######## updown_counter_n ########
<file path="src/rtl/updown_counter_n.sv">
// Up/down counter with a programmable modulus, wrap or saturate at the ends,
// synchronous clear/load, count enable, and boundary pulse plus sticky flag.
module updown_counter_n #(
   parameter int WIDTH    = 4,
   parameter int MAX_VAL  = 2**WIDTH-1,
   parameter int SATURATE = 0
) (
   input  logic             clk,
   input  logic             reset,
   input  logic             clr,
   input  logic             load,
   input  logic [WIDTH-1:0] load_val,
   input  logic             en,
   input  logic             up_dn,
   output logic [WIDTH-1:0] count,
   output logic             bnd,
   output logic             bnd_stky
);

   localparam logic [WIDTH:0] MAX_X = (WIDTH+1)'(MAX_VAL);
   localparam logic [WIDTH:0] ONE_X = (WIDTH+1)'(1);
   localparam logic [WIDTH:0] ZERO_X = '0;

   logic [WIDTH-1:0] count_q, count_d;
   logic             bnd_q, bnd_d;
   logic             bnd_stky_q, bnd_stky_d;

   logic [WIDTH:0]   cur_x;
   logic [WIDTH:0]   nxt_x;
   logic [WIDTH:0]   lv_x;

   always_comb begin
      count_d    = count_q;
      bnd_d      = 1'b0;
      bnd_stky_d = bnd_stky_q;
      cur_x      = {1'b0, count_q};
      lv_x       = {1'b0, load_val};
      nxt_x      = cur_x;

      if (clr) begin
         count_d    = '0;
         bnd_stky_d = 1'b0;
      end else if (load) begin
         // out-of-range load values clamp to the top of the range
         count_d = (lv_x > MAX_X) ? MAX_X[WIDTH-1:0] : load_val;
      end else if (en) begin
         if (up_dn) begin
            if (cur_x >= MAX_X) begin
               bnd_d      = 1'b1;
               bnd_stky_d = 1'b1;
               nxt_x      = (SATURATE != 0) ? cur_x : ZERO_X;
            end else begin
               nxt_x = cur_x + ONE_X;
            end
         end else begin
            if (cur_x == ZERO_X) begin
               bnd_d      = 1'b1;
               bnd_stky_d = 1'b1;
               nxt_x      = (SATURATE != 0) ? cur_x : MAX_X;
            end else begin
               nxt_x = cur_x - ONE_X;
            end
         end
         count_d = nxt_x[WIDTH-1:0];
      end
   end

   always_ff @(posedge clk or posedge reset) begin
      if (reset) begin
         count_q    <= '0;
         bnd_q      <= 1'b0;
         bnd_stky_q <= 1'b0;
      end else begin
         count_q    <= count_d;
         bnd_q      <= bnd_d;
         bnd_stky_q <= bnd_stky_d;
      end
   end

   assign count    = count_q;
   assign bnd      = bnd_q;
   assign bnd_stky = bnd_stky_q;

endmodule
</file>
<file path="config.mk">
export PLATFORM = sky130hd
export DESIGN_NAME = updown_counter_n
export DESIGN_NICKNAME = d
export VERILOG_FILES = /design/src/rtl/updown_counter_n.sv
export SDC_FILE = /design/constraint.sdc
export NUM_CORES = 1
export LEC_CHECK = 0
export ABC_AREA = 1
export CAP_MARGIN = 10
export CORE_AREA = 2 2 39 41
export DETAILED_ROUTE_END_ITERATION = 10
export DIE_AREA = 0 0 41 43
export SYNTH_ARGS = -nofsm -noshare
export SYNTH_HDL_FRONTEND = slang
export SYNTH_SLANG_ARGS = --single-unit
</file>
<file path="constraint.sdc">
create_clock -name clk -period 2.98 [get_ports clk]
set_input_delay 0.596 -clock clk [delete_from_list [all_inputs] [get_ports clk]]
set_output_delay 0.596 -clock clk [all_outputs]
set_load 0.02 [all_outputs]
</file>
**updown_counter_n: gate-type map**

Drawn at 6 px/um.
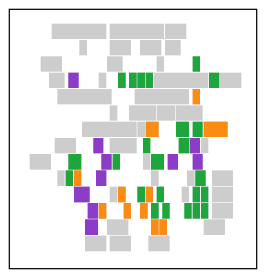
- green: nand cells (cells 24)
- orange: nor cells (cells 11)
- purple: aoi and oai cells (cells 10)

==> qor.csv <==
metric;value;unit
die_width;41;um
grt_remaining_overflow;0;
final.setup_skew;0.00368;ns
postCtsSetupRepairBufs;0;
setup_viol;0;
postCtsResizedCells;0;
power_density;395;nW/um^2
vias_per_cell;4.61;
synthCells;68;
cp_slowest_cell;clkdlybuf4s50_1;
async_flop_share;100;%
power.total;253;uW
clock_sinks;6;
comb_area_share;39.6;%
slew_viol_final;0;
place_area;619;um^2
nMultiInputCombCells;49;
ys_ff;6;
drive_above_1_share;7.06;%
top_layer_used;met3;
wl_met2;587;um
dr_total_vias;466;
mostFrequentLayoutCells;nand2_1 (17), clkdlybuf4s50_1 (15), inv_1 (12), nor2_1 (9), dfrtp_1 (6);
status;complete, no violations;
worst reg2reg max path: cells and delay by family (launching register included):
family	cells	cell delay, ns
flops	1	0.45
fa+ha+maj	1	0.33
compound gates	3	0.30
buf+inv	1	0.15
simple gates	1	0.06
sequential cells by signal, indices dropped and copies added, names as in the netlist:
| signal | cells |
|---|---|
| bnd | 1 |
| count | 4 |
| bnd_stky | 1 |
power breakdown:
part           internal (uW)  total, uW  leakage, uW  switching [uW]
clock                   45.5       74.1    0.0000138            28.6
combinational           38.7       79.6     0.000244            40.8
sequential              87.7       99.6    0.0000793            11.9

######## id_ex_stage ########
**id_ex_stage: the clock network**

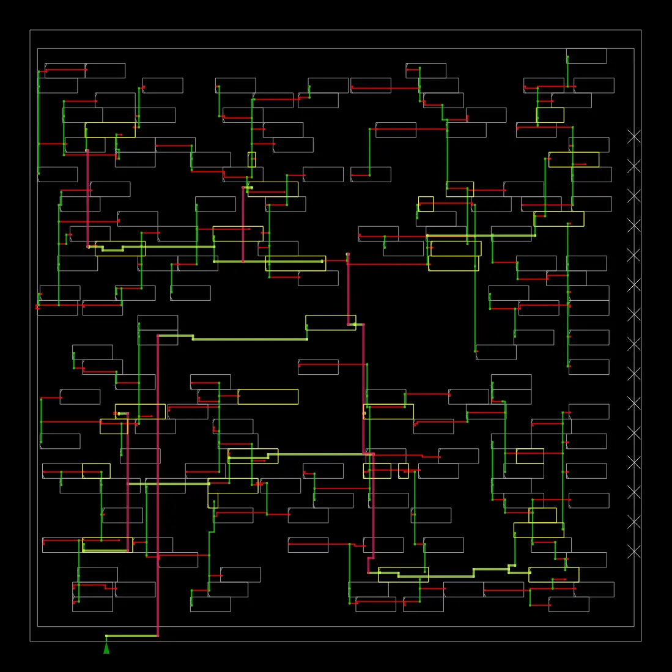
**config.mk**
```make
export PLATFORM = sky130hd
export DESIGN_NAME = id_ex_stage
export DESIGN_NICKNAME = d
export VERILOG_FILES = /design/src/rtl/id_ex_stage.sv
export SDC_FILE = /design/constraint.sdc
export NUM_CORES = 1
export LEC_CHECK = 0
export ABC_AREA = 0
export CAP_MARGIN = 20
export CORE_UTILIZATION = 40
export CTS_CLUSTER_DIAMETER = 50
export DETAILED_ROUTE_END_ITERATION = 10
export PLACE_DENSITY = 0.85
export SLEW_MARGIN = 15
export SYNTH_ARGS = -nofsm -noshare
export SYNTH_HDL_FRONTEND = slang
export SYNTH_SLANG_ARGS = --single-unit
export TNS_END_PERCENT = 50
```
**constraint.sdc**
```tcl
create_clock -name clk -period 2 [get_ports clk]
set_input_delay 0.4 -clock clk [delete_from_list [all_inputs] [get_ports clk]]
set_output_delay 0.4 -clock clk [all_outputs]
set_load 0.05 [all_outputs]
```
**src/rtl/id_ex_stage.sv**
```systemverilog
// ID/EX pipeline register with bubble insertion, flush and hold control.
// Optional bubble counter is enabled by defining ID_EX_PERF_CNT_EN.
module id_ex_stage #(
   parameter int DATA_W = 32
) (
   input  logic              clk,
   input  logic              rst,
   input  logic              pause_in,
   input  logic              flush,
   input  logic              ex_hold,
   input  logic              id_valid,
   input  logic [DATA_W-1:0] id_pc,
   input  logic [DATA_W-1:0] id_r1_data,
   input  logic [DATA_W-1:0] id_r2_data,
   input  logic [DATA_W-1:0] id_imm,
   input  logic [4:0]        id_wa,
   input  logic              id_we,
   input  logic [1:0]        id_cregwd,
   input  logic [3:0]        id_alu_op,
   input  logic              id_mem_we,
   output logic              ex_valid,
   output logic [DATA_W-1:0] ex_pc,
   output logic [DATA_W-1:0] ex_r1,
   output logic [DATA_W-1:0] ex_r2,
   output logic [DATA_W-1:0] ex_imm,
   output logic [4:0]        ex_wa,
   output logic              ex_we,
   output logic [1:0]        ex_cregwd,
   output logic [3:0]        ex_alu_op,
   output logic              ex_mem_we,
`ifdef ID_EX_PERF_CNT_EN
   output logic              stall_if,
   output logic [15:0]       bubble_cnt
`else
   output logic              stall_if
`endif
);

   logic              valid_reg,  valid_next;
   logic [DATA_W-1:0] pc_reg,     pc_next;
   logic [DATA_W-1:0] r1_reg,     r1_next;
   logic [DATA_W-1:0] r2_reg,     r2_next;
   logic [DATA_W-1:0] imm_reg,    imm_next;
   logic [4:0]        wa_reg,     wa_next;
   logic              we_reg,     we_next;
   logic [1:0]        cregwd_reg, cregwd_next;
   logic [3:0]        alu_op_reg, alu_op_next;
   logic              mem_we_reg, mem_we_next;

   logic insert_bubble;
   logic load_instr;

   // Flush wins over hold; a pause only produces a bubble when EX is not frozen.
   assign insert_bubble = flush | (~ex_hold & pause_in);
   assign load_instr    = ~flush & ~ex_hold & ~pause_in;

   always_comb begin
      valid_next  = valid_reg;
      pc_next     = pc_reg;
      r1_next     = r1_reg;
      r2_next     = r2_reg;
      imm_next    = imm_reg;
      wa_next     = wa_reg;
      we_next     = we_reg;
      cregwd_next = cregwd_reg;
      alu_op_next = alu_op_reg;
      mem_we_next = mem_we_reg;
      if (insert_bubble) begin
         valid_next  = 1'b0;
         pc_next     = id_pc;
         r1_next     = id_r1_data;
         r2_next     = id_r2_data;
         imm_next    = id_imm;
         wa_next     = 5'd0;
         we_next     = 1'b0;
         cregwd_next = 2'd0;
         alu_op_next = 4'd0;
         mem_we_next = 1'b0;
      end else if (load_instr) begin
         valid_next  = id_valid;
         pc_next     = id_pc;
         r1_next     = id_r1_data;
         r2_next     = id_r2_data;
         imm_next    = id_imm;
         wa_next     = id_wa;
         we_next     = id_we & id_valid;
         cregwd_next = id_cregwd;
         alu_op_next = id_alu_op;
         mem_we_next = id_mem_we & id_valid;
      end
   end

   always_ff @(posedge clk) begin
      if (rst) begin
         valid_reg  <= 1'b0;
         pc_reg     <= '0;
         r1_reg     <= '0;
         r2_reg     <= '0;
         imm_reg    <= '0;
         wa_reg     <= 5'd0;
         we_reg     <= 1'b0;
         cregwd_reg <= 2'd0;
         alu_op_reg <= 4'd0;
         mem_we_reg <= 1'b0;
      end else begin
         valid_reg  <= valid_next;
         pc_reg     <= pc_next;
         r1_reg     <= r1_next;
         r2_reg     <= r2_next;
         imm_reg    <= imm_next;
         wa_reg     <= wa_next;
         we_reg     <= we_next;
         cregwd_reg <= cregwd_next;
         alu_op_reg <= alu_op_next;
         mem_we_reg <= mem_we_next;
      end
   end

   assign ex_valid  = valid_reg;
   assign ex_pc     = pc_reg;
   assign ex_r1     = r1_reg;
   assign ex_r2     = r2_reg;
   assign ex_imm    = imm_reg;
   assign ex_wa     = wa_reg;
   assign ex_we     = we_reg;
   assign ex_cregwd = cregwd_reg;
   assign ex_alu_op = alu_op_reg;
   assign ex_mem_we = mem_we_reg;

   assign stall_if = ~rst & ~flush & (pause_in | ex_hold);

`ifdef ID_EX_PERF_CNT_EN
   logic [15:0] bubble_cnt_reg;
   logic        pause_bubble;

   // Only genuine load-use bubbles are counted; flush bubbles are not.
   assign pause_bubble = ~flush & ~ex_hold & pause_in;

   always_ff @(posedge clk) begin
      if (rst) begin
         bubble_cnt_reg <= 16'd0;
      end else if (pause_bubble && (bubble_cnt_reg != 16'hFFFF)) begin
         bubble_cnt_reg <= bubble_cnt_reg + 16'd1;
      end
   end

   assign bubble_cnt = bubble_cnt_reg;
`endif

endmodule

```
==> qor.csv <==
metric;value;unit
aoi_share;15.8;%
power_density;908;nW/um^2
cts_tree;done;
clock_sinks;142;
final.setup_skew;0;ns
r2r_end;ex_imm[14];
dp_cells;989;
area_delta_synth_final;76.9;%
hold_class;in -> reg;
rsz0062_at_grt;no;
ys_area;4860;um^2
crit_cells;1;
pg_seq;3080;uW
layout_top_cell;nand2_1;
ys_sh_xor;0;%
top_cell;nand2_1;
ff2ff_path_depth;2;
leakagePower;0.00424;uW
hold_depth;3;
postCtsResizedCells;17;
buffers;300;
n_tap_cell;143;
postCtsSetupRepairBufs;0;
utilization;74.0;%
die_width;112;um
finalClockPeriodUsage;98.6;%
ys_sh_simple;20.9;%
drc;15;
pwr-share-clk;40.7;%
critPathBufInv;1;
fp-utilization;41.8;%
synthCells;590;
dominant_cells;buffers;
numPortBuffers;289;
buffer_area_share;36.9;%
clk_share;7.02;%
numCtsBuffers;17;
cp.arrival;1.57;ns
comb_area_share;20.9;%
ys_ff;142;
dr_total_vias;4989;
edf_count;0;
dieHeight;112;um
ys.warnings.count;0;
clkbuf_count;25;
slew_headroom;40.3;%
cp_cell_sequence;clkdlybuf4s50_1;
core;11600;um^2
num-nonclk-inverters;0;
wl_per_cell;15.3;um
ys_sh_adder;0;%
swShare;27.3;%
seq_area_frac_synth;58.5;%
crit_path_start_kind;flop;
vias_per_cell;4.90;
criticalPathCategory;reg -> out;
drive_above_1_share;5.82;%
synth_nets;737;
antenna_found_initial;0;
yosys-dominant-comb-family;simple AND/OR/NAND/NOR gates;
grt_remaining_overflow;0;
place_area;7880;um^2
grt_pass1_vias;4896;
status;finished with violations;
clk_latency;0.41;ns
hold_viol;0;
grt_first_pass_wirelength;24300;um
startpoint;ex_pc[21];
synth-main-ff-cell;dfxtp_1;
violations;DRC;
Notes on 'the clock network' of id_ex_stage above:
num sequential: 142
Power Clock: 3170 uW

==> layer usage <==
metal / part of all wire [%] / global-route usage, % / wire length [um] / vias to the layer above
li1: - / - / - / 2458
met1: 36 / 25.4 / 5590 / 2257
met2: 50 / 42.5 / 7810 / 215
met3: 8.9 / 9.67 / 1390 / 59
met4: 5.1 / 15.8 / 795 / 0
met5: 0 / 0 / 0 / -
==> worst max-delay path by stage <==
stage,end
2_1_floorplan,stall_if
3_5_place_dp,ex_cregwd[0]
4_1_cts,ex_imm[0]
6_report,ex_pc[21]
3_3_place_gp,ex_alu_op[0]
5_1_grt,ex_pc[28]


==> screenshots <==
Routed clock nets over the placement.
(a)
Drawn at 12 px/um.
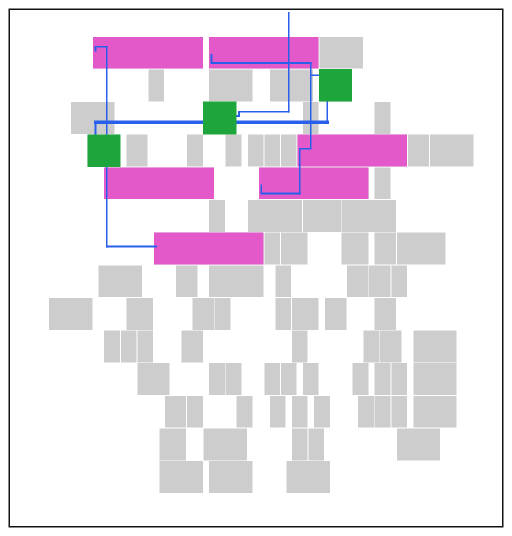
(b)
Drawn at 4 px/um.
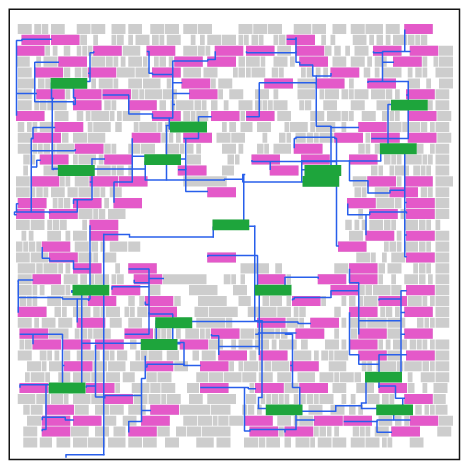
| from | picture |
|---|---|
| id_ex_stage | (b) |
| updown_counter_n | (a) |

Key to (a):
- green: clock-net drivers (count 3)
- magenta: flip-flops (count 6)
- blue: clock wires (length 89.6 um)
- routed clock nets: 4

Power figures rest on the tool's default switching activity, not on a simulated workload.
